==================== pc_stack_unit
### Cells by drive strength, pc_stack_unit

Scale: 6 px per um.
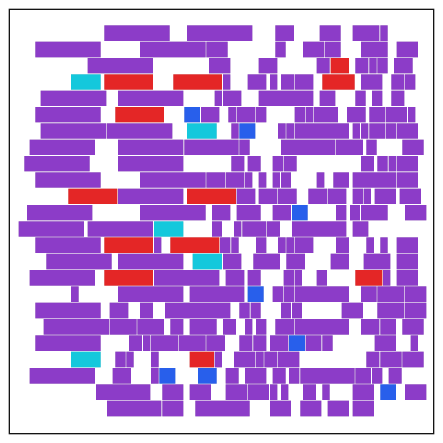

===== config.mk =====
export PLATFORM = sky130hd
export DESIGN_NAME = pc_stack_unit
export DESIGN_NICKNAME = d
export VERILOG_FILES = /design/src/rtl/pc_stack_unit.sv
export SDC_FILE = /design/constraint.sdc
export NUM_CORES = 1
export LEC_CHECK = 0
export CAP_MARGIN = 20
export CORE_UTILIZATION = 55
export DETAILED_ROUTE_END_ITERATION = 10
export PLACE_DENSITY = 0.79
export SLEW_MARGIN = 20
export SYNTH_ARGS = -nofsm -noshare
export SYNTH_HDL_FRONTEND = slang
export SYNTH_SLANG_ARGS = --single-unit

===== constraint.sdc =====
create_clock -name clk -period 3.19 [get_ports clk]
set_input_delay 0.7975 -clock clk [delete_from_list [all_inputs] [get_ports clk]]
set_output_delay 0.7975 -clock clk [all_outputs]
set_load 0.005 [all_outputs]

===== src/rtl/pc_stack_unit.sv =====
// Program counter with increment/jump/relative branch and a register-based call/return stack.
// Optional PC_TRAP_EN: stack overflow/underflow redirects pc to TRAP_VEC instead of holding.
module pc_stack_unit #(
  parameter int                ADDR_W    = 8,
  parameter int                OFF_W     = 6,
  parameter int                DEPTH     = 4,
  parameter logic [ADDR_W-1:0] RESET_VEC = '0,
  parameter logic [ADDR_W-1:0] TRAP_VEC  = ADDR_W'(8'hF0)
) (
  input  logic                     clk,
  input  logic                     rst_n,
  input  logic                     enable,
  input  logic [2:0]               op,
  input  logic [ADDR_W-1:0]        target,
  input  logic [OFF_W-1:0]         offset,
  input  logic                     clr_err,
  output logic [ADDR_W-1:0]        pc,
  output logic [$clog2(DEPTH):0]   depth,
  output logic                     stack_full,
  output logic                     stack_empty,
  output logic                     stk_err
);

  localparam int PW = $clog2(DEPTH);
  localparam int DW = PW + 1;

  localparam logic [2:0] OP_INC  = 3'd0;
  localparam logic [2:0] OP_JMP  = 3'd1;
  localparam logic [2:0] OP_BR   = 3'd2;
  localparam logic [2:0] OP_CALL = 3'd3;
  localparam logic [2:0] OP_RET  = 3'd4;

  logic [ADDR_W-1:0] stack [DEPTH];
  logic [ADDR_W-1:0] pc_nxt;
  logic [ADDR_W-1:0] pc_inc;
  logic [ADDR_W-1:0] off_ext;
  logic [ADDR_W-1:0] err_pc;
  logic [DW-1:0]     depth_nxt;
  logic [PW-1:0]     wr_idx;
  logic [PW-1:0]     rd_idx;
  logic              push;
  logic              err_set;

  assign stack_full  = (depth == DW'(DEPTH));
  assign stack_empty = (depth == '0);

  assign pc_inc  = pc + ADDR_W'(1);
  assign off_ext = ADDR_W'($signed(offset));
  // Push slot is the current depth; top of stack is one below it.
  assign wr_idx  = PW'(depth);
  assign rd_idx  = PW'(depth - DW'(1));

`ifdef PC_TRAP_EN
  assign err_pc = TRAP_VEC;
`else
  logic unused_trap;
  assign unused_trap = ^TRAP_VEC;
  assign err_pc      = pc;
`endif

  always_comb begin
    pc_nxt    = pc;
    depth_nxt = depth;
    push      = 1'b0;
    err_set   = 1'b0;
    if (enable) begin
      case (op)
        OP_INC: pc_nxt = pc_inc;
        OP_JMP: pc_nxt = target;
        OP_BR:  pc_nxt = pc + off_ext;
        OP_CALL: begin
          if (stack_full) begin
            err_set = 1'b1;
            pc_nxt  = err_pc;
          end else begin
            push      = 1'b1;
            depth_nxt = depth + DW'(1);
            pc_nxt    = target;
          end
        end
        OP_RET: begin
          if (stack_empty) begin
            err_set = 1'b1;
            pc_nxt  = err_pc;
          end else begin
            depth_nxt = depth - DW'(1);
            pc_nxt    = stack[rd_idx];
          end
        end
        default: ;
      endcase
    end
  end

  always_ff @(posedge clk or negedge rst_n) begin
    if (!rst_n) begin
      pc      <= RESET_VEC;
      depth   <= '0;
      stk_err <= 1'b0;
    end else begin
      pc    <= pc_nxt;
      depth <= depth_nxt;
      // A new error takes priority over a simultaneous clear.
      if (err_set)      stk_err <= 1'b1;
      else if (clr_err) stk_err <= 1'b0;
    end
  end

  // Entries above depth are never read, so the storage needs no reset.
  always_ff @(posedge clk) begin
    if (push) stack[wr_idx] <= pc_inc;
  end

endmodule


==================== relu_sched
$ cat src/rtl/relu_pkg.sv
// relu_pkg: shared state encoding and datapath constants for the ReLU scheduler
package relu_pkg;
  typedef enum logic [1:0] {IDLE, RUN, DRAIN, DONE} state_t;
  localparam int LATENCY = 2;
  localparam int DEF_NUM_WIDTH = 16;
  localparam int DEF_FIFO_DEPTH = 4;
endpackage

$ cat src/rtl/relu.sv
// relu: LATENCY-stage ReLU/bypass datapath; data registers are intentionally unreset
module relu
  import relu_pkg::*;
#(
  parameter int NUM_WIDTH = DEF_NUM_WIDTH
) (
  input  logic                 clk,
  input  logic [NUM_WIDTH-1:0] up_data,
  input  logic                 up_bypass,
  output logic [NUM_WIDTH-1:0] dn_data
);
  logic [NUM_WIDTH-1:0] pipe_d [LATENCY];
  logic [NUM_WIDTH-1:0] pipe_q [LATENCY];
  // first stage clamps negatives unless bypassed; later stages only delay
  always_comb begin
    pipe_d[0] = (up_bypass || !up_data[NUM_WIDTH-1]) ? up_data : '0;
    for (int i = 1; i < LATENCY; i++) pipe_d[i] = pipe_q[i-1];
  end
  // pipeline registers, qualified downstream by the scheduler's tag valids
  always_ff @(posedge clk) pipe_q <= pipe_d;
  assign dn_data = pipe_q[LATENCY-1];
endmodule

$ cat src/rtl/relu_sched.sv
// relu_sched: command-driven ReLU scheduler with credit-limited output FIFO
module relu_sched
  import relu_pkg::*;
#(
  parameter int NUM_WIDTH  = DEF_NUM_WIDTH,
  parameter int FIFO_DEPTH = DEF_FIFO_DEPTH,
  parameter int LEN_WIDTH  = 16
) (
  input  logic                 clk,
  input  logic                 rst,
  input  logic                 cmd_valid,
  output logic                 cmd_ready,
  input  logic [LEN_WIDTH-1:0] cmd_len,
  input  logic                 cmd_bypass,
  input  logic                 s_valid,
  output logic                 s_ready,
  input  logic [NUM_WIDTH-1:0] s_data,
  output logic                 m_valid,
  input  logic                 m_ready,
  output logic [NUM_WIDTH-1:0] m_data,
  output logic                 m_last,
  output logic                 busy,
  output logic                 done
);
  localparam int AW = $clog2(FIFO_DEPTH);
  state_t state_q, state_d;
  logic [LEN_WIDTH-1:0] rem_q, rem_d;
  logic byp_q, byp_d;
  logic [LATENCY-1:0] tv_q, tv_d, tl_q, tl_d;
  logic [AW-1:0] wp_q, wp_d, rp_q, rp_d;
  logic [AW:0] cnt_q, cnt_d;
  logic [NUM_WIDTH:0] mem_q [FIFO_DEPTH];
  logic [NUM_WIDTH-1:0] dn_data;
  logic s_fire, wr, rd;
  int inflight;
  relu #(.NUM_WIDTH(NUM_WIDTH)) u_relu (
    .clk      (clk),
    .up_data  (s_data),
    .up_bypass(byp_q),
    .dn_data  (dn_data)
  );
  // handshakes: inputs are credited against FIFO space plus results still in the pipeline
  always_comb begin
    inflight = 0;
    for (int i = 0; i < LATENCY; i++) inflight += int'(tv_q[i]);
    cmd_ready = !rst && state_q == IDLE;
    busy = !rst && state_q != IDLE;
    done = !rst && state_q == DONE;
    s_ready = !rst && state_q == RUN && rem_q != '0 && int'(cnt_q) + inflight < FIFO_DEPTH;
    m_valid = !rst && cnt_q != '0;
    m_data = mem_q[rp_q][NUM_WIDTH-1:0];
    m_last = m_valid && mem_q[rp_q][NUM_WIDTH];
    s_fire = s_valid && s_ready;
    rd = m_valid && m_ready;
    wr = tv_q[LATENCY-1];
  end
  // next state, command latch, tag pipeline and FIFO bookkeeping
  always_comb begin
    state_d = state_q;
    byp_d = byp_q;
    rem_d = s_fire ? rem_q - LEN_WIDTH'(1) : rem_q;
    case (state_q)
      IDLE: if (cmd_valid) begin
        byp_d = cmd_bypass;
        rem_d = cmd_len;
        state_d = cmd_len == '0 ? DONE : RUN;
      end
      RUN: if (s_fire && rem_q == LEN_WIDTH'(1)) state_d = DRAIN;
      DRAIN: if (rd && m_last) state_d = DONE;
      default: state_d = IDLE;
    endcase
    tv_d = {tv_q[LATENCY-2:0], s_fire};
    tl_d = {tl_q[LATENCY-2:0], rem_q == LEN_WIDTH'(1)};
    wp_d = wp_q + AW'(wr);
    rp_d = rp_q + AW'(rd);
    cnt_d = cnt_q + (AW+1)'(wr) - (AW+1)'(rd);
  end
  // control registers; reset discards any in-flight or buffered results
  always_ff @(posedge clk) begin
    if (rst) begin
      state_q <= IDLE;
      rem_q <= '0;
      byp_q <= 1'b0;
      tv_q <= '0;
      tl_q <= '0;
      wp_q <= '0;
      rp_q <= '0;
      cnt_q <= '0;
    end else begin
      state_q <= state_d;
      rem_q <= rem_d;
      byp_q <= byp_d;
      tv_q <= tv_d;
      tl_q <= tl_d;
      wp_q <= wp_d;
      rp_q <= rp_d;
      cnt_q <= cnt_d;
    end
  end
  // FIFO storage, written when a tag leaves the pipeline
  always_ff @(posedge clk) if (wr) mem_q[wp_q] <= {tl_q[LATENCY-1], dn_data};
endmodule

$ cat config.mk
export PLATFORM = sky130hd
export DESIGN_NAME = relu_sched
export DESIGN_NICKNAME = d
export VERILOG_FILES = /design/src/rtl/relu_pkg.sv /design/src/rtl/relu.sv /design/src/rtl/relu_sched.sv
export SDC_FILE = /design/constraint.sdc
export NUM_CORES = 1
export LEC_CHECK = 0
export CORE_MARGIN = 4
export CORE_UTILIZATION = 50
export CTS_CLUSTER_SIZE = 25
export DETAILED_ROUTE_END_ITERATION = 10
export GPL_TIMING_DRIVEN = 0
export PLACE_DENSITY = 0.84
export SLEW_MARGIN = 20
export SYNTH_ARGS = -nofsm -noshare
export SYNTH_HDL_FRONTEND = slang
export SYNTH_HIERARCHICAL = 1
export SYNTH_SLANG_ARGS = --single-unit
$ cat constraint.sdc
create_clock -name clk -period 2.3 [get_ports clk]
set_input_delay 0.46 -clock clk [delete_from_list [all_inputs] [get_ports clk]]
set_output_delay 0.46 -clock clk [all_outputs]
set_load 0.01 [all_outputs]
### Met3 routing, pc_stack_unit

Scale: 6 px per um.
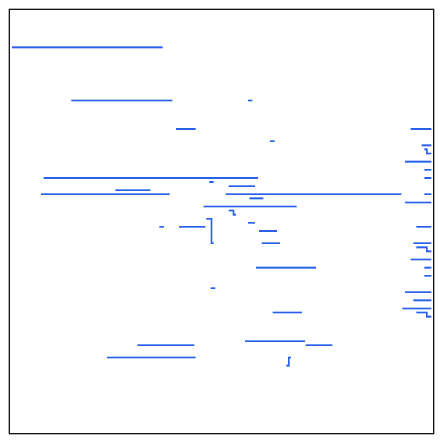
main direction	horizontal
longest straight run	35.4 um

## Picture notes: 'Cells by drive strength' of pc_stack_unit
colour	size	cells	share
red	_2 cells	12	4.6%
blue	_3 and _4 cells	8	3.1%
cyan	_6 and larger	5	1.9%
purple	_0 and _1 cells	234	90%

==> qor.txt, pc_stack_unit <==
Status: finished, violations left
Failing checks: design-rule violations
DIE HEIGHT: 70.49 um
Final hold vios: 0
Unrepaired setup endpoints after global routing: no
Crit path max fanout: 3
Top flop regs: stack: 32 flops, pc: 8 flops, depth: 3 flops
HP Class: register to register
Seq power: 903 uW
N_taps: 52
CTS max path bufs: 2
# DRC: 7
Commonest Layout Cell: clkdlybuf4s50_1
Length of routed met3 wiring: 272 um
Final min period: 2.780 ns
Total CTS buffers: 5
Dpl hpwl: 4287 um
### Met3 routing, relu_sched

Scale: 4 px per um.
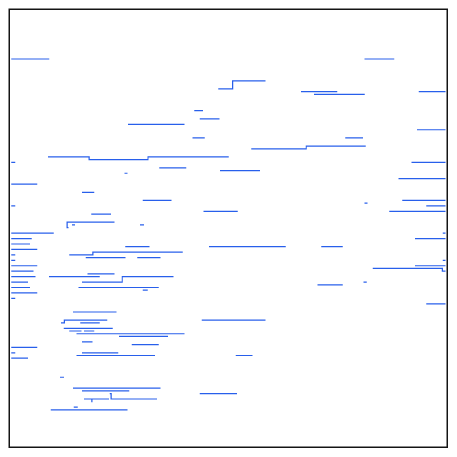
nets with wire on the layer	70
main direction	horizontal
longest straight run	26.7 um

==> qor.txt, relu_sched <==
Final Slew Violations: 0
Status: finished, violations left
Number of global-route vias before repair: 3,496
Flip-flops with a built-in enable: 68
Simple Share, Synth: 0.1308
Yosys stat cell total: 355
CTS H-tree lvls: 4
Core area: 9864 um2
Setup WS post-layout: -0.1290 ns
# DRC: 0
Seq cells: 130
Plain + repair buffers: 94
Pre-CTS WS: -0.6776 ns
Final setup viols: 11
Multi-input combinational cell count: 198
Failing checks: negative setup slack
Die area: 11,910 um2
Logic share of the area: 0.2616
Logic inverters: 14
Met1 usage: 0.2533
Ys flop type: edfxtp_1
WP buf/inv: 1

==================== m_interrupt_sequencer_flat
### Selected gate families, m_interrupt_sequencer_flat

Scale: 6 px per um.
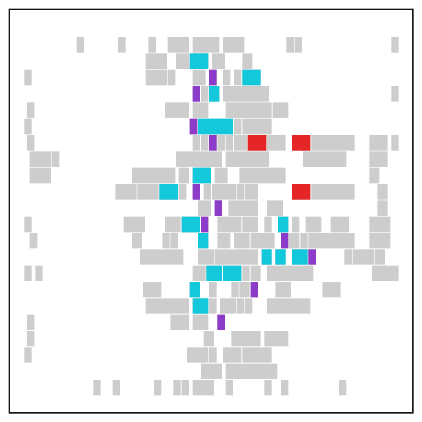

`src/rtl/m_interrupt_sequencer_if.sv`:
```
// Request/ack and mstatus bundle between the CSR/commit side (master) and the interrupt sequencer (slave).
interface m_interrupt_sequencer_if #(
    parameter int XLEN    = 32,
    parameter int ECODE_W = 5
);
    logic               irq_external;
    logic               irq_timer;
    logic               irq_software;
    logic [XLEN-1:0]    mie;
    logic               mstatus_wr;
    logic [XLEN-1:0]    mstatus_wdata;
    logic               mret;
    logic               interrupt_ack;
    logic               interrupt_req;
    logic [ECODE_W-1:0] interrupt_cause;
    logic               mcause_we;
    logic [XLEN-1:0]    mcause_wdata;
    logic               mstatus_mie;
    logic               mstatus_mpie;
    logic [1:0]         mstatus_mpp;
    logic [1:0]         privilege;

    modport master (
        output irq_external, irq_timer, irq_software, mie, mstatus_wr, mstatus_wdata,
               mret, interrupt_ack,
        input  interrupt_req, interrupt_cause, mcause_we, mcause_wdata,
               mstatus_mie, mstatus_mpie, mstatus_mpp, privilege
    );

    modport slave (
        input  irq_external, irq_timer, irq_software, mie, mstatus_wr, mstatus_wdata,
               mret, interrupt_ack,
        output interrupt_req, interrupt_cause, mcause_we, mcause_wdata,
               mstatus_mie, mstatus_mpie, mstatus_mpp, privilege
    );
endinterface

```
`src/rtl/m_interrupt_sequencer.sv`:
```
// Machine-mode interrupt sequencer: arbitrates MEI > MSI > MTI and owns mstatus.MIE/MPIE/MPP and privilege.
// Request registers one cycle after a source is seen pending; req/cause hold until the ack or withdraw edge.
module m_interrupt_sequencer #(
    parameter int XLEN      = 32,
    parameter int ECODE_W   = 5,
    parameter int USER_MODE = 1
) (
    input  logic clk,
    input  logic rst,
    m_interrupt_sequencer_if.slave bus
);
    typedef enum logic {S_IDLE, S_REQ} state_t;

    localparam logic [1:0]         PRV_U   = 2'b00;
    localparam logic [1:0]         PRV_M   = 2'b11;
    localparam logic [1:0]         MPP_RET = (USER_MODE != 0) ? PRV_U : PRV_M;
    localparam logic [ECODE_W-1:0] CODE_EI = ECODE_W'(11);
    localparam logic [ECODE_W-1:0] CODE_TI = ECODE_W'(7);
    localparam logic [ECODE_W-1:0] CODE_SI = ECODE_W'(3);

    state_t             r_state;
    logic               r_req;
    logic [ECODE_W-1:0] r_cause;
    logic               r_mcause_we;
    logic [XLEN-1:0]    r_mcause_wdata;
    logic               r_mie;
    logic               r_mpie;
    logic [1:0]         r_mpp;
    logic [1:0]         r_priv;

    logic               w_gen;
    logic               w_pend_ei;
    logic               w_pend_ti;
    logic               w_pend_si;
    logic               w_any;
    logic               w_latched_pend;
    logic               w_take_trap;
    logic [ECODE_W-1:0] w_sel_cause;
    logic [1:0]         w_wr_mpp;
    logic               w_unused;

    assign w_gen     = (r_priv == PRV_U) | r_mie;
    assign w_pend_ei = bus.irq_external & bus.mie[11];
    assign w_pend_ti = bus.irq_timer    & bus.mie[7];
    assign w_pend_si = bus.irq_software & bus.mie[3];
    assign w_any     = w_pend_ei | w_pend_ti | w_pend_si;

    assign w_sel_cause = w_pend_ei ? CODE_EI : (w_pend_si ? CODE_SI : CODE_TI);

    // Withdraw tracks only the source that was latched, not whichever is now highest.
    assign w_latched_pend = ((r_cause == CODE_EI) & w_pend_ei)
                          | ((r_cause == CODE_TI) & w_pend_ti)
                          | ((r_cause == CODE_SI) & w_pend_si);

    assign w_take_trap = (r_state == S_REQ) & bus.interrupt_ack;

    // MPP is WARL: reserved encodings, and U when U-mode is absent, leave the field untouched.
    always_comb begin
        w_wr_mpp = r_mpp;
        if (bus.mstatus_wdata[12:11] == PRV_M) begin
            w_wr_mpp = PRV_M;
        end else if ((bus.mstatus_wdata[12:11] == PRV_U) && (USER_MODE != 0)) begin
            w_wr_mpp = PRV_U;
        end
    end

    always_ff @(posedge clk) begin
        if (rst) begin
            r_state        <= S_IDLE;
            r_req          <= 1'b0;
            r_cause        <= '0;
            r_mcause_we    <= 1'b0;
            r_mcause_wdata <= '0;
            r_mie          <= 1'b0;
            r_mpie         <= 1'b0;
            r_mpp          <= PRV_M;
            r_priv         <= PRV_M;
        end else begin
            r_mcause_we <= 1'b0;
            case (r_state)
                S_IDLE: begin
                    if (w_gen && w_any) begin
                        r_state <= S_REQ;
                        r_req   <= 1'b1;
                        r_cause <= w_sel_cause;
                    end
                end
                S_REQ: begin
                    if (bus.interrupt_ack) begin
                        r_state        <= S_IDLE;
                        r_req          <= 1'b0;
                        r_mcause_we    <= 1'b1;
                        r_mcause_wdata <= {1'b1, {(XLEN-1-ECODE_W){1'b0}}, r_cause};
                    end else if (!w_gen || !w_latched_pend) begin
                        r_state <= S_IDLE;
                        r_req   <= 1'b0;
                    end
                end
                default: r_state <= S_IDLE;
            endcase

            if (w_take_trap) begin
                r_mpie <= r_mie;
                r_mie  <= 1'b0;
                r_mpp  <= r_priv;
                r_priv <= PRV_M;
            end else if (bus.mret) begin
                r_mie  <= r_mpie;
                r_mpie <= 1'b1;
                r_priv <= r_mpp;
                r_mpp  <= MPP_RET;
            end else if (bus.mstatus_wr) begin
                r_mie  <= bus.mstatus_wdata[3];
                r_mpie <= bus.mstatus_wdata[7];
                r_mpp  <= w_wr_mpp;
            end
        end
    end

    assign bus.interrupt_req   = r_req;
    assign bus.interrupt_cause = r_cause;
    assign bus.mcause_we       = r_mcause_we;
    assign bus.mcause_wdata    = r_mcause_wdata;
    assign bus.mstatus_mie     = r_mie;
    assign bus.mstatus_mpie    = r_mpie;
    assign bus.mstatus_mpp     = r_mpp;
    assign bus.privilege       = r_priv;

    assign w_unused = ^{bus.mie[XLEN-1:12], bus.mie[10:8], bus.mie[6:4], bus.mie[2:0],
                        bus.mstatus_wdata[XLEN-1:13], bus.mstatus_wdata[10:8],
                        bus.mstatus_wdata[6:4], bus.mstatus_wdata[2:0]};

    a_ack_with_mret: assert property (@(posedge clk) disable iff (rst)
        !(bus.interrupt_ack && bus.mret));
    a_ack_in_idle: assert property (@(posedge clk) disable iff (rst)
        bus.interrupt_ack |-> (r_state == S_REQ));
endmodule
```
`src/flat_wrapper.sv`:
```
// flat-port wrapper written by rule: the top's interface ports become plain ports
module m_interrupt_sequencer_flat 
#(
    parameter int XLEN      = 32,
    parameter int ECODE_W   = 5,
    parameter int USER_MODE = 1
)
  (clk, rst, bus_irq_external, bus_irq_timer, bus_irq_software, bus_mie, bus_mstatus_wr, bus_mstatus_wdata, bus_mret, bus_interrupt_ack, bus_interrupt_req, bus_interrupt_cause, bus_mcause_we, bus_mcause_wdata, bus_mstatus_mie, bus_mstatus_mpie, bus_mstatus_mpp, bus_privilege);
  m_interrupt_sequencer_if #(.XLEN(XLEN), .ECODE_W(ECODE_W)) bus_i ();
  input  logic clk;
  input  logic rst;
  input wire logic [$bits(bus_i.irq_external)-1:0] bus_irq_external;
  input wire logic [$bits(bus_i.irq_timer)-1:0] bus_irq_timer;
  input wire logic [$bits(bus_i.irq_software)-1:0] bus_irq_software;
  input wire logic [$bits(bus_i.mie)-1:0] bus_mie;
  input wire logic [$bits(bus_i.mstatus_wr)-1:0] bus_mstatus_wr;
  input wire logic [$bits(bus_i.mstatus_wdata)-1:0] bus_mstatus_wdata;
  input wire logic [$bits(bus_i.mret)-1:0] bus_mret;
  input wire logic [$bits(bus_i.interrupt_ack)-1:0] bus_interrupt_ack;
  output wire logic [$bits(bus_i.interrupt_req)-1:0] bus_interrupt_req;
  output wire logic [$bits(bus_i.interrupt_cause)-1:0] bus_interrupt_cause;
  output wire logic [$bits(bus_i.mcause_we)-1:0] bus_mcause_we;
  output wire logic [$bits(bus_i.mcause_wdata)-1:0] bus_mcause_wdata;
  output wire logic [$bits(bus_i.mstatus_mie)-1:0] bus_mstatus_mie;
  output wire logic [$bits(bus_i.mstatus_mpie)-1:0] bus_mstatus_mpie;
  output wire logic [$bits(bus_i.mstatus_mpp)-1:0] bus_mstatus_mpp;
  output wire logic [$bits(bus_i.privilege)-1:0] bus_privilege;
  assign bus_i.irq_external = bus_irq_external;
  assign bus_i.irq_timer = bus_irq_timer;
  assign bus_i.irq_software = bus_irq_software;
  assign bus_i.mie = bus_mie;
  assign bus_i.mstatus_wr = bus_mstatus_wr;
  assign bus_i.mstatus_wdata = bus_mstatus_wdata;
  assign bus_i.mret = bus_mret;
  assign bus_i.interrupt_ack = bus_interrupt_ack;
  assign bus_interrupt_req = bus_i.interrupt_req;
  assign bus_interrupt_cause = bus_i.interrupt_cause;
  assign bus_mcause_we = bus_i.mcause_we;
  assign bus_mcause_wdata = bus_i.mcause_wdata;
  assign bus_mstatus_mie = bus_i.mstatus_mie;
  assign bus_mstatus_mpie = bus_i.mstatus_mpie;
  assign bus_mstatus_mpp = bus_i.mstatus_mpp;
  assign bus_privilege = bus_i.privilege;
  m_interrupt_sequencer #(.XLEN(XLEN), .ECODE_W(ECODE_W), .USER_MODE(USER_MODE)) u_core (.clk(clk), .rst(rst), .bus(bus_i));
endmodule
```
`config.mk`:
```
export PLATFORM = sky130hd
export DESIGN_NAME = m_interrupt_sequencer_flat
export DESIGN_NICKNAME = d
export VERILOG_FILES = /design/src/rtl/m_interrupt_sequencer_if.sv /design/src/rtl/m_interrupt_sequencer.sv /design/src/flat_wrapper.sv
export SDC_FILE = /design/constraint.sdc
export NUM_CORES = 1
export LEC_CHECK = 0
export ABC_AREA = 1
export CORE_MARGIN = 2
export CORE_UTILIZATION = 23
export DETAILED_ROUTE_END_ITERATION = 6
export PLACE_DENSITY = 0.86
export SYNTH_ARGS = -nofsm -noshare
export SYNTH_HDL_FRONTEND = slang
export SYNTH_SLANG_ARGS = --single-unit
```
`constraint.sdc`:
```
create_clock -name clk -period 1 [get_ports clk]
set_input_delay 0.1 -clock clk [delete_from_list [all_inputs] [get_ports clk]]
set_output_delay 0.1 -clock clk [all_outputs]
set_load 0.01 [all_outputs]
```
==================== side_info_parser
==> config.mk <==
export PLATFORM = sky130hd
export DESIGN_NAME = side_info_parser
export DESIGN_NICKNAME = d
export VERILOG_FILES = /design/src/rtl/side_info_parser.sv
export SDC_FILE = /design/constraint.sdc
export NUM_CORES = 1
export LEC_CHECK = 0
export CAP_MARGIN = 10
export CORE_MARGIN = 2
export CORE_UTILIZATION = 58
export DETAILED_ROUTE_END_ITERATION = 10
export GPL_ROUTABILITY_DRIVEN = 0
export GPL_TIMING_DRIVEN = 1
export PLACE_DENSITY = 0.95
export SLEW_MARGIN = 10
export SYNTH_ARGS = -nofsm -noshare
export SYNTH_HDL_FRONTEND = slang
export SYNTH_SLANG_ARGS = --single-unit
==> constraint.sdc <==
create_clock -name clk -period 3 [get_ports clk]
set_input_delay 0.6 -clock clk [delete_from_list [all_inputs] [get_ports clk]]
set_output_delay 0.6 -clock clk [all_outputs]
set_load 0.01 [all_outputs]
==> src/rtl/side_info_parser.sv <==
// -----------------------------------------------------------------------------
// side_info_parser
//
// Layer III side-information parser. After the frame header has been parsed,
// the upstream stage pulses `start` and then streams the side-information
// bytes. Optionally the 2-byte CRC word is dropped first. Then 17 (mono) or
// 32 (stereo) bytes are collected into a shift register. Every
// granule/channel field is decoded from that bitstream into registered
// outputs, and `axiov` pulses for one cycle when the outputs change.
//
// Ports
//   clk, rst_n          clock, synchronous active-low reset
//   start               header parsed; side info begins with the next byte
//   mono, crc_present   header properties, sampled on start
//   axiiv, axiid        byte stream (valid + byte, MSB first in the bitstream)
//   main_data_begin     9-bit main data back-pointer
//   private_bits        5 bits (mono) or 3 bits zero-extended (stereo)
//   scfsi               per-channel scale-factor selection info
//   part2_3_length ..   per [granule][channel] fields
//   table_select,
//   subblock_gain       per [granule][channel][region/window]
//   axiov               one-cycle pulse: all field outputs updated
//   busy                high while capturing bytes
//   err                 one-cycle pulse when a capture is aborted on timeout
// -----------------------------------------------------------------------------
module side_info_parser #(
    parameter int MAX_CH  = 2,
    parameter int TIMEOUT = 1024
) (
    input  logic                             clk,
    input  logic                             rst_n,
    input  logic                             start,
    input  logic                             mono,
    input  logic                             crc_present,
    input  logic                             axiiv,
    input  logic [7:0]                       axiid,
    output logic [8:0]                       main_data_begin,
    output logic [4:0]                       private_bits,
    output logic [MAX_CH-1:0][3:0]           scfsi,
    output logic [1:0][MAX_CH-1:0][11:0]     part2_3_length,
    output logic [1:0][MAX_CH-1:0][8:0]      big_values,
    output logic [1:0][MAX_CH-1:0][7:0]      global_gain,
    output logic [1:0][MAX_CH-1:0][3:0]      scalefac_compress,
    output logic [1:0][MAX_CH-1:0]           window_switching_flag,
    output logic [1:0][MAX_CH-1:0]           mixed_block_flag,
    output logic [1:0][MAX_CH-1:0]           preflag,
    output logic [1:0][MAX_CH-1:0]           scalefac_scale,
    output logic [1:0][MAX_CH-1:0]           count1table_select,
    output logic [1:0][MAX_CH-1:0][1:0]      block_type,
    output logic [1:0][MAX_CH-1:0][2:0][4:0] table_select,
    output logic [1:0][MAX_CH-1:0][2:0][2:0] subblock_gain,
    output logic [1:0][MAX_CH-1:0][7:0]      region0_count,
    output logic [1:0][MAX_CH-1:0][7:0]      region1_count,
    output logic                             axiov,
    output logic                             busy,
    output logic                             err
);

    // Idle counter only has to reach TIMEOUT-1 before the abort fires.
    localparam int IW = (TIMEOUT > 1) ? $clog2(TIMEOUT) : 1;

    typedef enum logic [1:0] {
        ST_IDLE,
        ST_CAPTURE,
        ST_DONE
    } state_t;

    // Decoded contents of one 59-bit granule/channel record.
    typedef struct packed {
        logic [11:0]     p23;
        logic [8:0]      bv;
        logic [7:0]      gg;
        logic [3:0]      sfc;
        logic            wsf;
        logic [1:0]      bt;
        logic            mixed;
        logic [2:0][4:0] ts;
        logic [2:0][2:0] sbg;
        logic [7:0]      r0;
        logic [7:0]      r1;
        logic            pre;
        logic            sfs;
        logic            c1t;
    } gc_fields_t;

    state_t          state_reg;
    logic [255:0]    sr_reg;
    logic [5:0]      byte_cnt_reg;
    logic [5:0]      target_reg;
    logic [1:0]      skip_reg;
    logic [IW-1:0]   idle_cnt_reg;
    logic            mono_reg;

    logic [5:0]      byte_cnt_next;
    logic [255:0]    aligned;

    logic [8:0]             dec_mdb;
    logic [4:0]             dec_priv;
    logic [MAX_CH-1:0][3:0] dec_scfsi;
    gc_fields_t             dec_arr [2][MAX_CH];

    assign byte_cnt_next = byte_cnt_reg + 6'd1;

    // A mono frame only fills the low 136 bits of the shift register; move
    // it to the top so bit i of the bitstream is always aligned[255-i].
    assign aligned = mono_reg ? {sr_reg[135:0], 120'd0} : sr_reg;

    // ------------------------------------------------------------------
    // Frame-level fields
    // ------------------------------------------------------------------
    assign dec_mdb  = aligned[255 -: 9];
    assign dec_priv = mono_reg ? aligned[246 -: 5] : {2'b00, aligned[246 -: 3]};

    genvar gi, gc;
    generate
        for (gc = 0; gc < MAX_CH; gc++) begin : g_scfsi
            if (gc == 0) begin : g_ch0
                // mono: bits 14..17, stereo: bits 12..15
                assign dec_scfsi[gc] = mono_reg ? aligned[241 -: 4] : aligned[243 -: 4];
            end else begin : g_ch1
                // stereo only: bits 16..19
                assign dec_scfsi[gc] = mono_reg ? 4'd0 : aligned[239 -: 4];
            end
        end

        // ------------------------------------------------------------------
        // Per granule/channel records. Mono records start at bit 18 and are
        // ordered gr0ch0, gr1ch0. Stereo records start at bit 20 and are
        // ordered gr0ch0, gr0ch1, gr1ch0, gr1ch1.
        // ------------------------------------------------------------------
        for (gi = 0; gi < 2; gi++) begin : g_gr
            for (gc = 0; gc < MAX_CH; gc++) begin : g_ch
                localparam int MONO_POS   = 18 + gi * 59;
                localparam int STEREO_POS = 20 + (gi * 2 + gc) * 59;

                logic [58:0] fld;
                gc_fields_t  dec;

                if (gc == 0) begin : g_sel0
                    assign fld = mono_reg ? aligned[255 - MONO_POS -: 59]
                                          : aligned[255 - STEREO_POS -: 59];
                end else begin : g_sel1
                    // Channel 1 does not exist in mono frames.
                    assign fld = mono_reg ? 59'd0 : aligned[255 - STEREO_POS -: 59];
                end

                // fld[58] is the first bit of the record.
                always_comb begin
                    dec       = '0;
                    dec.p23   = fld[58:47];
                    dec.bv    = fld[46:38];
                    dec.gg    = fld[37:30];
                    dec.sfc   = fld[29:26];
                    dec.wsf   = fld[25];
                    dec.pre   = fld[2];
                    dec.sfs   = fld[1];
                    dec.c1t   = fld[0];
                    if (fld[25]) begin
                        dec.bt     = fld[24:23];
                        dec.mixed  = fld[22];
                        dec.ts[0]  = fld[21:17];
                        dec.ts[1]  = fld[16:12];
                        dec.ts[2]  = 5'd0;
                        dec.sbg[0] = fld[11:9];
                        dec.sbg[1] = fld[8:6];
                        dec.sbg[2] = fld[5:3];
                        // Region boundaries are implied for switched windows:
                        // pure short blocks use 8, everything else 7.
                        dec.r0     = (fld[24:23] == 2'd2 && !fld[22]) ? 8'd8 : 8'd7;
                        dec.r1     = 8'd36;
                    end else begin
                        dec.ts[0]  = fld[24:20];
                        dec.ts[1]  = fld[19:15];
                        dec.ts[2]  = fld[14:10];
                        dec.r0     = {4'd0, fld[9:6]};
                        dec.r1     = {5'd0, fld[5:3]};
                    end
                end

                assign dec_arr[gi][gc] = dec;
            end
        end
    endgenerate

    // ------------------------------------------------------------------
    // Control FSM and registered outputs
    // ------------------------------------------------------------------
    always_ff @(posedge clk) begin
        if (!rst_n) begin
            state_reg             <= ST_IDLE;
            sr_reg                <= '0;
            byte_cnt_reg          <= '0;
            target_reg            <= '0;
            skip_reg              <= '0;
            idle_cnt_reg          <= '0;
            mono_reg              <= 1'b0;
            axiov                 <= 1'b0;
            busy                  <= 1'b0;
            err                   <= 1'b0;
            main_data_begin       <= '0;
            private_bits          <= '0;
            scfsi                 <= '0;
            part2_3_length        <= '0;
            big_values            <= '0;
            global_gain           <= '0;
            scalefac_compress     <= '0;
            window_switching_flag <= '0;
            mixed_block_flag      <= '0;
            preflag               <= '0;
            scalefac_scale        <= '0;
            count1table_select    <= '0;
            block_type            <= '0;
            table_select          <= '0;
            subblock_gain         <= '0;
            region0_count         <= '0;
            region1_count         <= '0;
        end else begin
            axiov <= 1'b0;
            err   <= 1'b0;

            if (state_reg == ST_DONE) begin
                main_data_begin <= dec_mdb;
                private_bits    <= dec_priv;
                scfsi           <= dec_scfsi;
                for (int g = 0; g < 2; g++) begin
                    for (int c = 0; c < MAX_CH; c++) begin
                        part2_3_length[g][c]        <= dec_arr[g][c].p23;
                        big_values[g][c]            <= dec_arr[g][c].bv;
                        global_gain[g][c]           <= dec_arr[g][c].gg;
                        scalefac_compress[g][c]     <= dec_arr[g][c].sfc;
                        window_switching_flag[g][c] <= dec_arr[g][c].wsf;
                        mixed_block_flag[g][c]      <= dec_arr[g][c].mixed;
                        block_type[g][c]            <= dec_arr[g][c].bt;
                        table_select[g][c]          <= dec_arr[g][c].ts;
                        subblock_gain[g][c]         <= dec_arr[g][c].sbg;
                        region0_count[g][c]         <= dec_arr[g][c].r0;
                        region1_count[g][c]         <= dec_arr[g][c].r1;
                        preflag[g][c]               <= dec_arr[g][c].pre;
                        scalefac_scale[g][c]        <= dec_arr[g][c].sfs;
                        count1table_select[g][c]    <= dec_arr[g][c].c1t;
                    end
                end
                axiov     <= 1'b1;
                state_reg <= ST_IDLE;
            end

            // start wins over everything else: from IDLE it begins a capture,
            // mid-capture it resynchronises and drops the partial frame. A
            // byte arriving in the same cycle belongs to the header side and
            // is not captured.
            if (start) begin
                state_reg    <= ST_CAPTURE;
                busy         <= 1'b1;
                mono_reg     <= (MAX_CH == 1) ? 1'b1 : mono;
                target_reg   <= (MAX_CH == 1 || mono) ? 6'd17 : 6'd32;
                skip_reg     <= crc_present ? 2'd2 : 2'd0;
                byte_cnt_reg <= '0;
                idle_cnt_reg <= '0;
                sr_reg       <= '0;
            end else if (state_reg == ST_CAPTURE) begin
                if (axiiv) begin
                    idle_cnt_reg <= '0;
                    if (skip_reg != 2'd0) begin
                        skip_reg <= skip_reg - 2'd1;
                    end else begin
                        sr_reg       <= {sr_reg[247:0], axiid};
                        byte_cnt_reg <= byte_cnt_next;
                        if (byte_cnt_next == target_reg) begin
                            state_reg <= ST_DONE;
                            busy      <= 1'b0;
                        end
                    end
                end else if (idle_cnt_reg == IW'(TIMEOUT - 1)) begin
                    err       <= 1'b1;
                    busy      <= 1'b0;
                    state_reg <= ST_IDLE;
                end else begin
                    idle_cnt_reg <= idle_cnt_reg + 1'b1;
                end
            end
        end
    end

endmodule

==================== cam_pattern_gen
[src/rtl/cam_pattern_gen.sv]
// MT9V034-style parallel sensor emulator: PIXCLK = CLK/2, FRAME_VALID/LINE_VALID/DATA timing
// with programmable blanking and four selectable test patterns.
module cam_pattern_gen #(
  parameter int unsigned H        = 752,
  parameter int unsigned V        = 480,
  parameter int unsigned H_BLANK  = 94,
  parameter int unsigned V_BLANK  = 45,
  parameter int unsigned FV_LEAD  = 2,
  parameter int unsigned FV_TRAIL = 2
) (
  input  logic       CLK,
  input  logic       RST,
  input  logic       ENABLE,
  input  logic [1:0] PATTERN,
  output logic       PIXCLK,
  output logic       FRAME_VALID,
  output logic       LINE_VALID,
  output logic [9:0] DATA,
  output logic [7:0] FRAME_COUNT,
  output logic       FRAME_DONE
);

  localparam int unsigned MaxA   = (H > H_BLANK) ? H : H_BLANK;
  localparam int unsigned MaxB   = (V_BLANK > FV_LEAD) ? V_BLANK : FV_LEAD;
  localparam int unsigned MaxC   = (MaxA > MaxB) ? MaxA : MaxB;
  localparam int unsigned CntMax = (MaxC > FV_TRAIL) ? MaxC : FV_TRAIL;
  localparam int unsigned CntW   = $clog2(CntMax + 1);
  localparam int unsigned LineW  = $clog2(V + 1);

  localparam logic [CntW-1:0]  HLast     = CntW'(H - 1);
  localparam logic [CntW-1:0]  HBlkLast  = CntW'(H_BLANK - 1);
  localparam logic [CntW-1:0]  VBlkLast  = CntW'(V_BLANK - 1);
  localparam logic [CntW-1:0]  LeadLast  = CntW'(FV_LEAD - 1);
  localparam logic [CntW-1:0]  TrailLast = CntW'(FV_TRAIL - 1);
  localparam logic [LineW-1:0] LineLast  = LineW'(V - 1);

  typedef enum logic [2:0] {
    StIdle,
    StLead,
    StActive,
    StHblank,
    StTrail,
    StVblank
  } state_e;

  state_e           state_q;
  logic [CntW-1:0]  cnt_q;
  logic [LineW-1:0] line_q;
  logic [1:0]       pat_q;
  logic             pixclk_q;
  logic             fv_q;
  logic             lv_q;
  logic [9:0]       data_q;
  logic [7:0]       fc_q;
  logic             done_q;

  function automatic logic [9:0] pixel(input logic [1:0] pat, input logic [9:0] col,
                                       input logic [9:0] line, input logic [7:0] fc);
    case (pat)
      2'd0:    return col;
      2'd1:    return line;
      2'd2:    return (col[3] ^ line[3]) ? 10'h3FF : 10'h000;
      default: return {fc, 2'b00};
    endcase
  endfunction

  always_ff @(posedge CLK or negedge RST) begin
    if (!RST) begin
      state_q  <= StIdle;
      cnt_q    <= '0;
      line_q   <= '0;
      pat_q    <= '0;
      pixclk_q <= 1'b0;
      fv_q     <= 1'b0;
      lv_q     <= 1'b0;
      data_q   <= '0;
      fc_q     <= '0;
      done_q   <= 1'b0;
    end else begin
      pixclk_q <= ~pixclk_q;
      done_q   <= 1'b0;
      // Tick: PIXCLK falls here, so outputs are settled by the next PIXCLK rise.
      if (pixclk_q) begin
        case (state_q)
          StIdle: begin
            if (ENABLE) begin
              pat_q   <= PATTERN;
              line_q  <= '0;
              cnt_q   <= '0;
              fv_q    <= 1'b1;
              state_q <= StLead;
            end
          end
          StLead: begin
            if (cnt_q == LeadLast) begin
              cnt_q   <= '0;
              lv_q    <= 1'b1;
              data_q  <= pixel(pat_q, 10'd0, 10'(line_q), fc_q);
              state_q <= StActive;
            end else begin
              cnt_q <= cnt_q + 1'b1;
            end
          end
          StActive: begin
            if (cnt_q == HLast) begin
              cnt_q  <= '0;
              lv_q   <= 1'b0;
              data_q <= '0;
              if (line_q != LineLast) begin
                line_q  <= line_q + 1'b1;
                state_q <= StHblank;
              end else begin
                state_q <= StTrail;
              end
            end else begin
              cnt_q  <= cnt_q + 1'b1;
              data_q <= pixel(pat_q, 10'(cnt_q + 1'b1), 10'(line_q), fc_q);
            end
          end
          StHblank: begin
            if (cnt_q == HBlkLast) begin
              cnt_q   <= '0;
              lv_q    <= 1'b1;
              data_q  <= pixel(pat_q, 10'd0, 10'(line_q), fc_q);
              state_q <= StActive;
            end else begin
              cnt_q <= cnt_q + 1'b1;
            end
          end
          StTrail: begin
            if (cnt_q == TrailLast) begin
              cnt_q   <= '0;
              fv_q    <= 1'b0;
              done_q  <= 1'b1;
              fc_q    <= fc_q + 1'b1;
              state_q <= StVblank;
            end else begin
              cnt_q <= cnt_q + 1'b1;
            end
          end
          StVblank: begin
            if (cnt_q == VBlkLast) begin
              cnt_q <= '0;
              // Back-to-back frames skip IDLE so the low time is exactly V_BLANK periods.
              if (ENABLE) begin
                pat_q   <= PATTERN;
                line_q  <= '0;
                fv_q    <= 1'b1;
                state_q <= StLead;
              end else begin
                state_q <= StIdle;
              end
            end else begin
              cnt_q <= cnt_q + 1'b1;
            end
          end
          default: begin
            state_q <= StIdle;
            cnt_q   <= '0;
            fv_q    <= 1'b0;
            lv_q    <= 1'b0;
            data_q  <= '0;
          end
        endcase
      end
    end
  end

  assign PIXCLK      = pixclk_q;
  assign FRAME_VALID = fv_q;
  assign LINE_VALID  = lv_q;
  assign DATA        = data_q;
  assign FRAME_COUNT = fc_q;
  assign FRAME_DONE  = done_q;

endmodule
[config.mk]
export PLATFORM = sky130hd
export DESIGN_NAME = cam_pattern_gen
export DESIGN_NICKNAME = d
export VERILOG_FILES = /design/src/rtl/cam_pattern_gen.sv
export SDC_FILE = /design/constraint.sdc
export NUM_CORES = 1
export LEC_CHECK = 0
export CAP_MARGIN = 15
export CORE_ASPECT_RATIO = 0.6
export CORE_UTILIZATION = 45
export DETAILED_ROUTE_END_ITERATION = 8
export PLACE_DENSITY_LB_ADDON = 0.05
export SYNTH_ARGS = -nofsm -noshare
export SYNTH_HDL_FRONTEND = slang
export SYNTH_SLANG_ARGS = --single-unit
[constraint.sdc]
create_clock -name CLK -period 3.75 [get_ports CLK]
set_clock_uncertainty 0.2 [all_clocks]
set_input_delay 0.375 -clock CLK [delete_from_list [all_inputs] [get_ports CLK]]
set_output_delay 0.375 -clock CLK [all_outputs]
set_load 0.02 [all_outputs]
==================== piso_serializer_flat
File: config.mk
export PLATFORM = sky130hd
export DESIGN_NAME = piso_serializer_flat
export DESIGN_NICKNAME = d
export VERILOG_FILES = /design/src/rtl/piso_serializer_if.sv /design/src/rtl/piso_serializer.sv /design/src/flat_wrapper.sv
export SDC_FILE = /design/constraint.sdc
export NUM_CORES = 1
export LEC_CHECK = 0
export CORE_MARGIN = 4
export CORE_UTILIZATION = 25
export CTS_BUF_LIST = sky130_fd_sc_hd__clkbuf_8
export DETAILED_ROUTE_END_ITERATION = 10
export PLACE_DENSITY_LB_ADDON = 0.08
export SYNTH_ARGS = -nofsm -noshare
export SYNTH_HDL_FRONTEND = slang
export SYNTH_SLANG_ARGS = --single-unit
File: constraint.sdc
create_clock -name clk -period 2.1 [get_ports clk]
set_input_delay 0.42 -clock clk [delete_from_list [all_inputs] [get_ports clk]]
set_output_delay 0.42 -clock clk [all_outputs]
set_load 0.1 [all_outputs]
File: src/rtl/piso_serializer_if.sv
// piso_serializer_if
//   Bundles the parallel word handshake and the framed serial output of the
//   serializer so that source and serializer connect through one port.
//   Ports (signals):
//     din        [WIDTH]  parallel word offered by the source
//     din_valid           din holds a valid word
//     din_ready           serializer can accept a word this cycle
//     dout                serial data bit
//     dout_valid          dout carries a word bit this cycle
//     sof / eof           first / last bit of a word
//     busy                serializer is sending or holding a word
//   Modports:
//     master - the word source (drives din/din_valid, observes the rest)
//     slave  - the serializer itself
interface piso_serializer_if #(
    parameter int WIDTH = 4
);
    logic [WIDTH-1:0] din;
    logic             din_valid;
    logic             din_ready;
    logic             dout;
    logic             dout_valid;
    logic             sof;
    logic             eof;
    logic             busy;

    modport master (
        output din,
        output din_valid,
        input  din_ready,
        input  dout,
        input  dout_valid,
        input  sof,
        input  eof,
        input  busy
    );

    modport slave (
        input  din,
        input  din_valid,
        output din_ready,
        output dout,
        output dout_valid,
        output sof,
        output eof,
        output busy
    );
endinterface

File: src/rtl/piso_serializer.sv
// piso_serializer
//   Parallel-in serial-out serializer. Accepts WIDTH-bit words over a
//   valid/ready handshake and sends them one bit per clock, framed by sof/eof.
//   A one-word holding buffer lets consecutive words stream with no idle cycle.
//   Ports:
//     clk   - system clock, all state changes on the rising edge
//     rst   - synchronous active-high reset
//     bus   - piso_serializer_if.slave: din/din_valid/din_ready handshake,
//             dout/dout_valid/sof/eof/busy serial side
//   Parameters:
//     WIDTH     - word width (>= 2)
//     MSB_FIRST - 1: bit WIDTH-1 goes out first, 0: bit 0 goes out first
module piso_serializer #(
    parameter int WIDTH     = 4,
    parameter bit MSB_FIRST = 1'b1
) (
    input  logic                clk,
    input  logic                rst,
    piso_serializer_if.slave    bus
);
    localparam int              CNT_W    = $clog2(WIDTH);
    localparam logic [CNT_W-1:0] LAST_CNT = CNT_W'(WIDTH - 1);

    localparam logic [0:0] ST_IDLE  = 1'b0;
    localparam logic [0:0] ST_SHIFT = 1'b1;

    logic [0:0]       state_reg,     state_next;
    logic [CNT_W-1:0] bit_cnt_reg,   bit_cnt_next;
    logic [WIDTH-1:0] shift_reg,     shift_next;
    logic [WIDTH-1:0] hold_reg,      hold_next;
    logic             hold_full_reg, hold_full_next;

    logic [WIDTH-1:0] shift_adv;
    logic             din_ready_int;
    logic             accept;
    logic             shifter_free;

    // Shift register advanced by one bit toward the output end; the vacated
    // end fills with zero so the register is all-zero after the last bit.
    genvar gi;
    generate
        for (gi = 0; gi < WIDTH; gi++) begin : g_adv
            if (MSB_FIRST) begin : g_msb
                if (gi == 0) begin : g_fill
                    assign shift_adv[gi] = 1'b0;
                end else begin : g_move
                    assign shift_adv[gi] = shift_reg[gi-1];
                end
            end else begin : g_lsb
                if (gi == WIDTH - 1) begin : g_fill
                    assign shift_adv[gi] = 1'b0;
                end else begin : g_move
                    assign shift_adv[gi] = shift_reg[gi+1];
                end
            end
        end
    endgenerate

    // Ready only depends on the hold buffer: the shifter can always take a
    // word through the hold path, so a free hold slot is enough to accept.
    assign din_ready_int = ~hold_full_reg & ~rst;
    assign accept        = bus.din_valid & din_ready_int;
    assign shifter_free  = (state_reg == ST_IDLE) || (bit_cnt_reg == LAST_CNT);

    always_comb begin
        state_next     = state_reg;
        bit_cnt_next   = bit_cnt_reg;
        shift_next     = shift_reg;
        hold_next      = hold_reg;
        hold_full_next = hold_full_reg;

        if (shifter_free) begin
            bit_cnt_next = '0;
            if (hold_full_reg) begin
                // din_ready is low here, so no accept can collide with the drain
                shift_next     = hold_reg;
                hold_full_next = 1'b0;
                state_next     = ST_SHIFT;
            end else if (accept) begin
                shift_next = bus.din;
                state_next = ST_SHIFT;
            end else begin
                shift_next = '0;
                state_next = ST_IDLE;
            end
        end else begin
            shift_next   = shift_adv;
            bit_cnt_next = bit_cnt_reg + CNT_W'(1);
            if (accept) begin
                hold_next      = bus.din;
                hold_full_next = 1'b1;
            end
        end
    end

    always_ff @(posedge clk) begin
        if (rst) begin
            state_reg     <= ST_IDLE;
            bit_cnt_reg   <= '0;
            shift_reg     <= '0;
            hold_reg      <= '0;
            hold_full_reg <= 1'b0;
        end else begin
            state_reg     <= state_next;
            bit_cnt_reg   <= bit_cnt_next;
            shift_reg     <= shift_next;
            hold_reg      <= hold_next;
            hold_full_reg <= hold_full_next;
        end
    end

    // dout is taken straight from the output end of the shift register, which
    // is cleared whenever the shifter goes idle, so dout=0 outside a word.
    assign bus.din_ready  = din_ready_int;
    assign bus.dout       = MSB_FIRST ? shift_reg[WIDTH-1] : shift_reg[0];
    assign bus.dout_valid = (state_reg == ST_SHIFT);
    assign bus.sof        = (state_reg == ST_SHIFT) && (bit_cnt_reg == '0);
    assign bus.eof        = (state_reg == ST_SHIFT) && (bit_cnt_reg == LAST_CNT);
    assign bus.busy       = (state_reg == ST_SHIFT) | hold_full_reg;
endmodule

File: src/flat_wrapper.sv
// flat-port wrapper written by rule: the top's interface ports become plain ports
module piso_serializer_flat 
#(
    parameter int WIDTH     = 4,
    parameter bit MSB_FIRST = 1'b1
)
  (clk, rst, bus_din, bus_din_valid, bus_din_ready, bus_dout, bus_dout_valid, bus_sof, bus_eof, bus_busy);
  piso_serializer_if #(.WIDTH(WIDTH)) bus_i ();
  input  logic clk;
  input  logic rst;
  input wire logic [$bits(bus_i.din)-1:0] bus_din;
  input wire logic [$bits(bus_i.din_valid)-1:0] bus_din_valid;
  output wire logic [$bits(bus_i.din_ready)-1:0] bus_din_ready;
  output wire logic [$bits(bus_i.dout)-1:0] bus_dout;
  output wire logic [$bits(bus_i.dout_valid)-1:0] bus_dout_valid;
  output wire logic [$bits(bus_i.sof)-1:0] bus_sof;
  output wire logic [$bits(bus_i.eof)-1:0] bus_eof;
  output wire logic [$bits(bus_i.busy)-1:0] bus_busy;
  assign bus_i.din = bus_din;
  assign bus_i.din_valid = bus_din_valid;
  assign bus_din_ready = bus_i.din_ready;
  assign bus_dout = bus_i.dout;
  assign bus_dout_valid = bus_i.dout_valid;
  assign bus_sof = bus_i.sof;
  assign bus_eof = bus_i.eof;
  assign bus_busy = bus_i.busy;
  piso_serializer #(.WIDTH(WIDTH), .MSB_FIRST(MSB_FIRST)) u_core (.clk(clk), .rst(rst), .bus(bus_i));
endmodule

==> screenshots <==
Selected gate families.
panel A
Scale: 4 px per um.
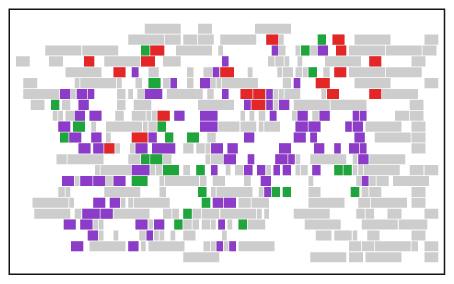
panel B
Scale: 2 px per um.
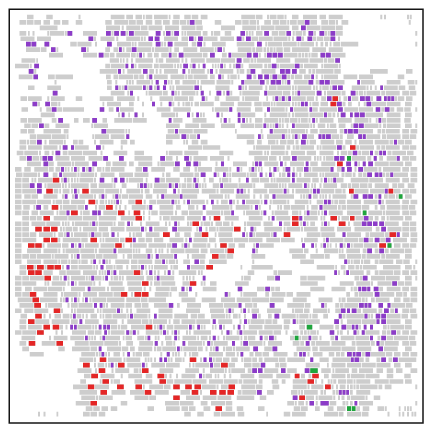
panel C
Scale: 6 px per um.
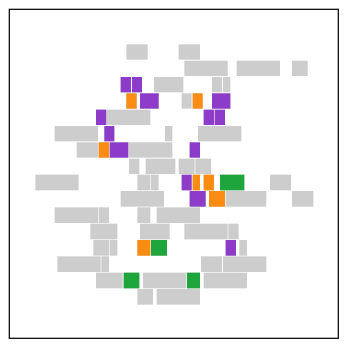
For side_info_parser, see panel B.
For cam_pattern_gen, see panel A.
For piso_serializer_flat, see panel C.
The one with the most cells is panel B.
The one with the largest die is panel B.

### Congestion heat map, cam_pattern_gen

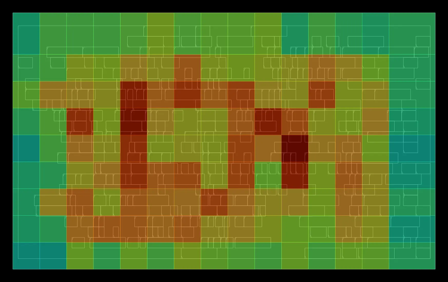
Top Usage Layer GRT: met1
met1 usage: 0.4157
GRT met2 Usage: 0.3473
wire per inst: 19.18 um
GR Layer Usage met3: 0.05616

### Cell classes on the final placement, cam_pattern_gen

Scale: 4 px per um. Fill, decap, tap and diode cells in grey.
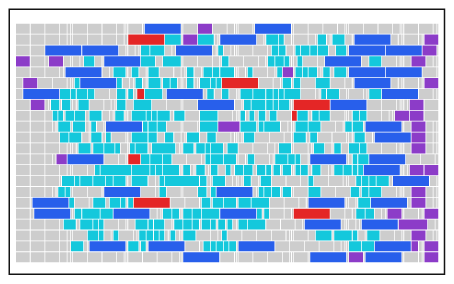
colour	class	cells	share of their area
purple	remaining buffers and delay cells	31	9.2%
red	clock drivers and dummy loads	8	4.2%
blue	sequential cells	46	34%
cyan	combinational and other logic	274	53%

==> qor.txt, cam_pattern_gen <==
N_taps: 84
Worst vdd ir: 169.7 uV
Finished layout cell area: 3526 um2
Critical path's most frequent cell: nand2b_1
Yosys Warn Count: 0
Crit path max fanout: 13
Final min period: 2.780 ns
Layout cells sized above 1: 0.1058
Status: completed
Min Hold Slack: 0.2930 ns
CP Launch Type: register
Yosys stat cell total: 345
Buffer count from post-CTS setup fixing: 0
Leading cell kind: combinational gates
Unrepaired setup endpoints after global routing: no
Reg2Reg Launch Point: state_q[0]$_DFFE_PN0P_
Buffering overhead: 0.08943
TNS Setup: 0 ns
# DRC: 0
Int Pwr: 749.5 uW
Data arrival, critical path: 2.81 ns
DIE HEIGHT: 65.88 um
Worst-path clk slew: 0.07 ns
Seq cells: 46
WP buf/inv: 0
Worst-margin pin slew: 0.9211 ns
Sink Count: 46
Post-synthesis cell type count: 62
Critical Path End: DATA[1]$_DFFE_PN0P_
Seq/Total Area, Yosys: 0.3761
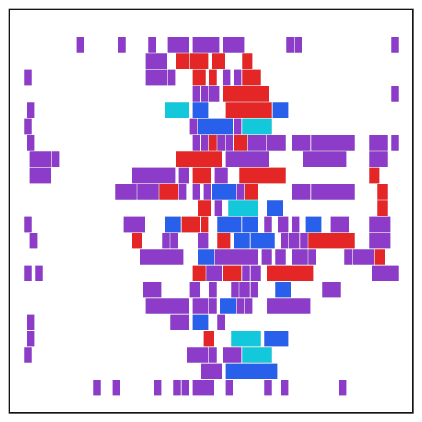
*Cells by drive strength, m_interrupt_sequencer_flat*
Scale: 6 px per um.
colour	size	cells	share
purple	_0 and _1 cells	113	68%
cyan	_6 and larger	5	3.0%
red	_2 cells	30	18%
blue	_3 and _4 cells	17	10%

## Picture notes: 'Selected gate families' of m_interrupt_sequencer_flat
colour	family	cells
red	non-inverting ao/oa cells	3
cyan	aoi and oai cells	16
purple	inv cells	11

==> qor.txt, m_interrupt_sequencer_flat <==
Final WL: 2143 um
Leak pwr: 0.6611 nW
Switching power: 498.3 uW
Clk tree area frac: 0.04128
Final Wtd Congestion: 0.7952
Setup WS post-layout: -0.06370 ns
Failing checks: negative setup slack
Final setup viols: 6
Worst vdd ir: 475.0 uV
Pre-CTS WS: -0.2602 ns
Status: finished, violations left
Min Hold Slack: 0.1725 ns
Largest type area fraction: 0.3507
R2r endpoint: u_core.bus.interrupt_cause[1]$_SDFFE_PP0P_
Buffering overhead: 0.2739
Ports: 117
Top power group: sequential cells
Cell family with the largest share of critical-path delay: simple AND/OR/NAND/NOR gates
Worst setup startpoint: u_core.bus.privilege[0]$_SDFFE_PP1P_
Most frequent cells in the layout: conb_1, nand2_1, clkdlybuf4s50_1
### Cell classes on the final placement, piso_serializer_flat

Scale: 6 px per um. Fill, decap, tap and diode cells in grey.
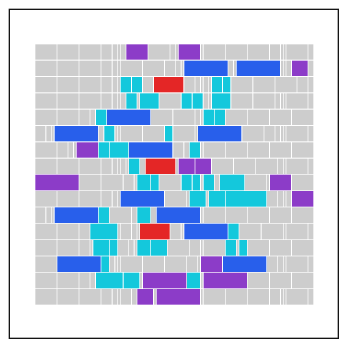
colour	class	cells	share of their area
cyan	combinational and other logic	41	37%
blue	sequential cells	12	34%
purple	remaining buffers and delay cells	14	24%
red	clock drivers	3	5.8%

==> qor.txt, piso_serializer_flat <==
Status: completed
Register bit count reported by yosys: 12
Comb group: 146 uW
Logic share of the area: 0.3389
Min Hold Slack: 0.4555 ns
Cell Count Post-Placement: 94
Critical Path End: bus_din_ready
First-pass GRT wire length: 1876 um
Hold depth: 1
Multi-input combinational cell count: 39
Dpl hpwl: 870 um
Final setup viols: 0
CP max stage cell: clkdlybuf4s50_1
Final Wtd Congestion: 0.7296
Synthesized instance count: 57
CTS root buf: clkbuf_8
Ports: 13
Flip-flops with a built-in enable: 0
Placement row count: 16
Number of global-route vias before repair: 430
TNS Setup: 0 ns
Critical Path Max Stage Delay: 0.53 ns
Worst Hold End: u_core.bit_cnt_reg[0]$_SDFF_PP0_
Data arrival, critical path: 1.34 ns
Cts repair resizes: 0
### Cell classes on the final placement, side_info_parser

Scale: 2 px per um. Fill, decap, tap and diode cells in grey.
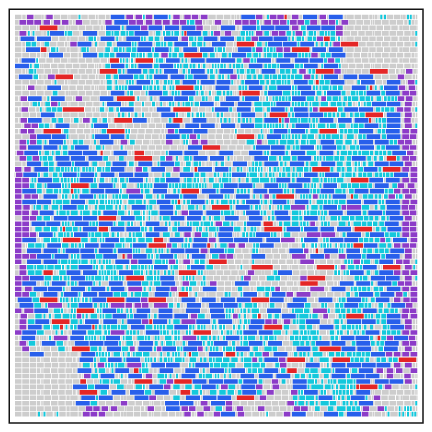
colour	class	cells	share of their area
cyan	combinational and other logic	1,882	38%
purple	remaining buffers and delay cells	369	14%
red	clock drivers and dummy loads	104	6.8%
blue	sequential cells	587	42%

==> qor.txt, side_info_parser <==
Status: completed
Pwr Total: 15.72 mW
Top area cell types: dfxtp_1, nand2_1, a21oi_1, mux2i_1, o211a_1
Hold_sp: scalefac_compress[13]$_SDFFE_PN0P_
Min Hold Slack: 0.4472 ns
Number of global-route vias before repair: 19,750
Clk tree area frac: 0.06656
Crit path depth: 5
Fmax: 442.2 MHz
XORs/XNORs by Area: 0.006283
Reg2Reg Launch Point: state_reg[1]$_SDFF_PP0_
Final WL: 74,150 um
Ports: 359
CP max stage cell: nor2b_4
GRT Residual Overflow: 0
Core area: 40,550 um2
Top power group: sequential cells
Power Clock: 7.32 mW
Buffer count from post-CTS setup fixing: 0
TritonCTS clock tree: done
Cell Count Post-Placement: 3,370
Plain + repair buffers: 369
Initial DRC Count: 2,740
CP Launch Type: register
Clock skew: 0.01741 ns
Reg area: 11,760 um2
Number of nets in the layout: 2,915


==> gallery <==
Congestion heat map.
(a)
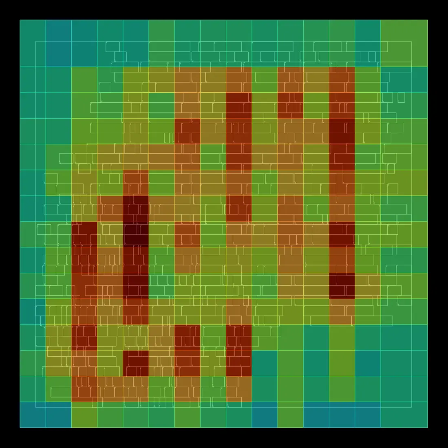
(b)
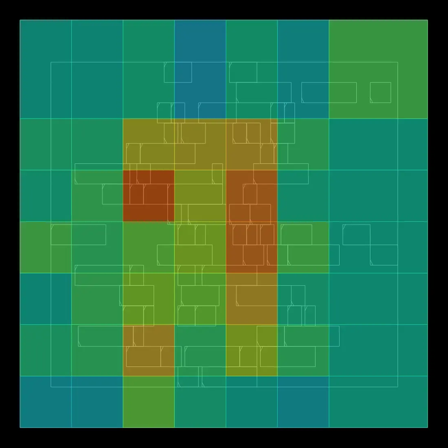
(c)
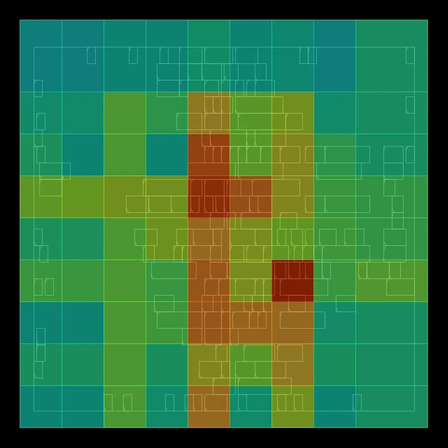
(d)
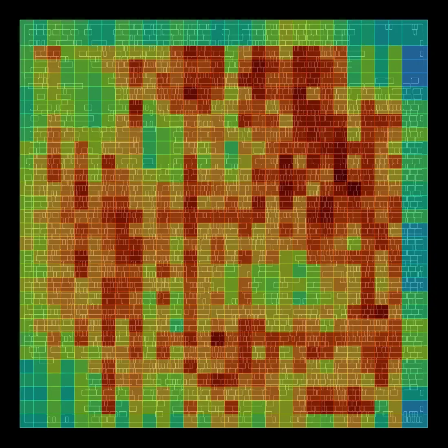
(e)
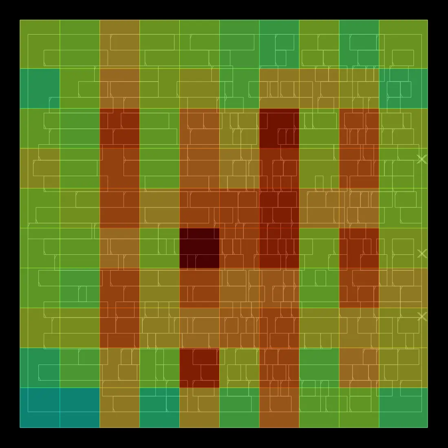
Of these, highest track usage: (d)
Of these, least wire per cell: (c)
| picture | from |
|---|---|
| (a) | relu_sched |
| (e) | pc_stack_unit |
| (d) | side_info_parser |
| (c) | m_interrupt_sequencer_flat |
| (b) | piso_serializer_flat |


==> screenshots <==
Cell classes on the final placement.
shot_01.png
Scale: 6 px per um. Fill, decap, tap and diode cells in grey.
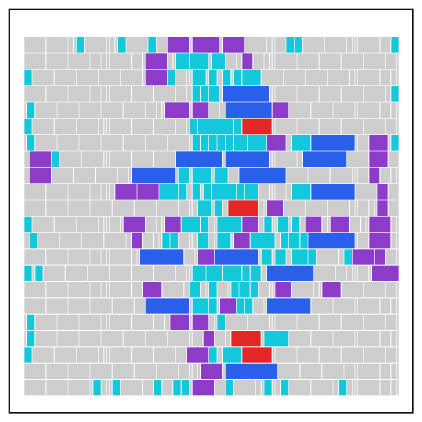
shot_02.png
Scale: 6 px per um. Fill, decap, tap and diode cells in grey.
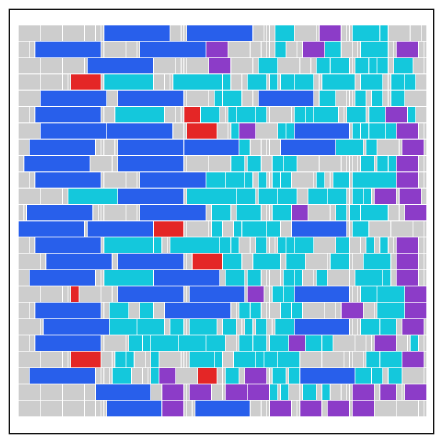
shot_03.png
Scale: 3 px per um. Fill, decap, tap and diode cells in grey.
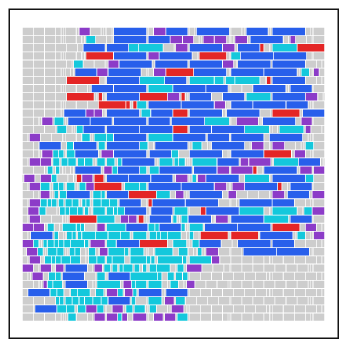
- fewest sequential cells: shot_01.png
- most cells: shot_03.png
For relu_sched, see shot_03.png.
For pc_stack_unit, see shot_02.png.
For m_interrupt_sequencer_flat, see shot_01.png.

Key to shot_03.png:
colour	class	cells	share of their area
cyan	combinational and other logic	212	28%
purple	remaining buffers and delay cells	94	14%
red	clock drivers and dummy loads	32	7.9%
blue	sequential cells	130	50%

No activity file was given, so power comes from the tool's default toggle rates.
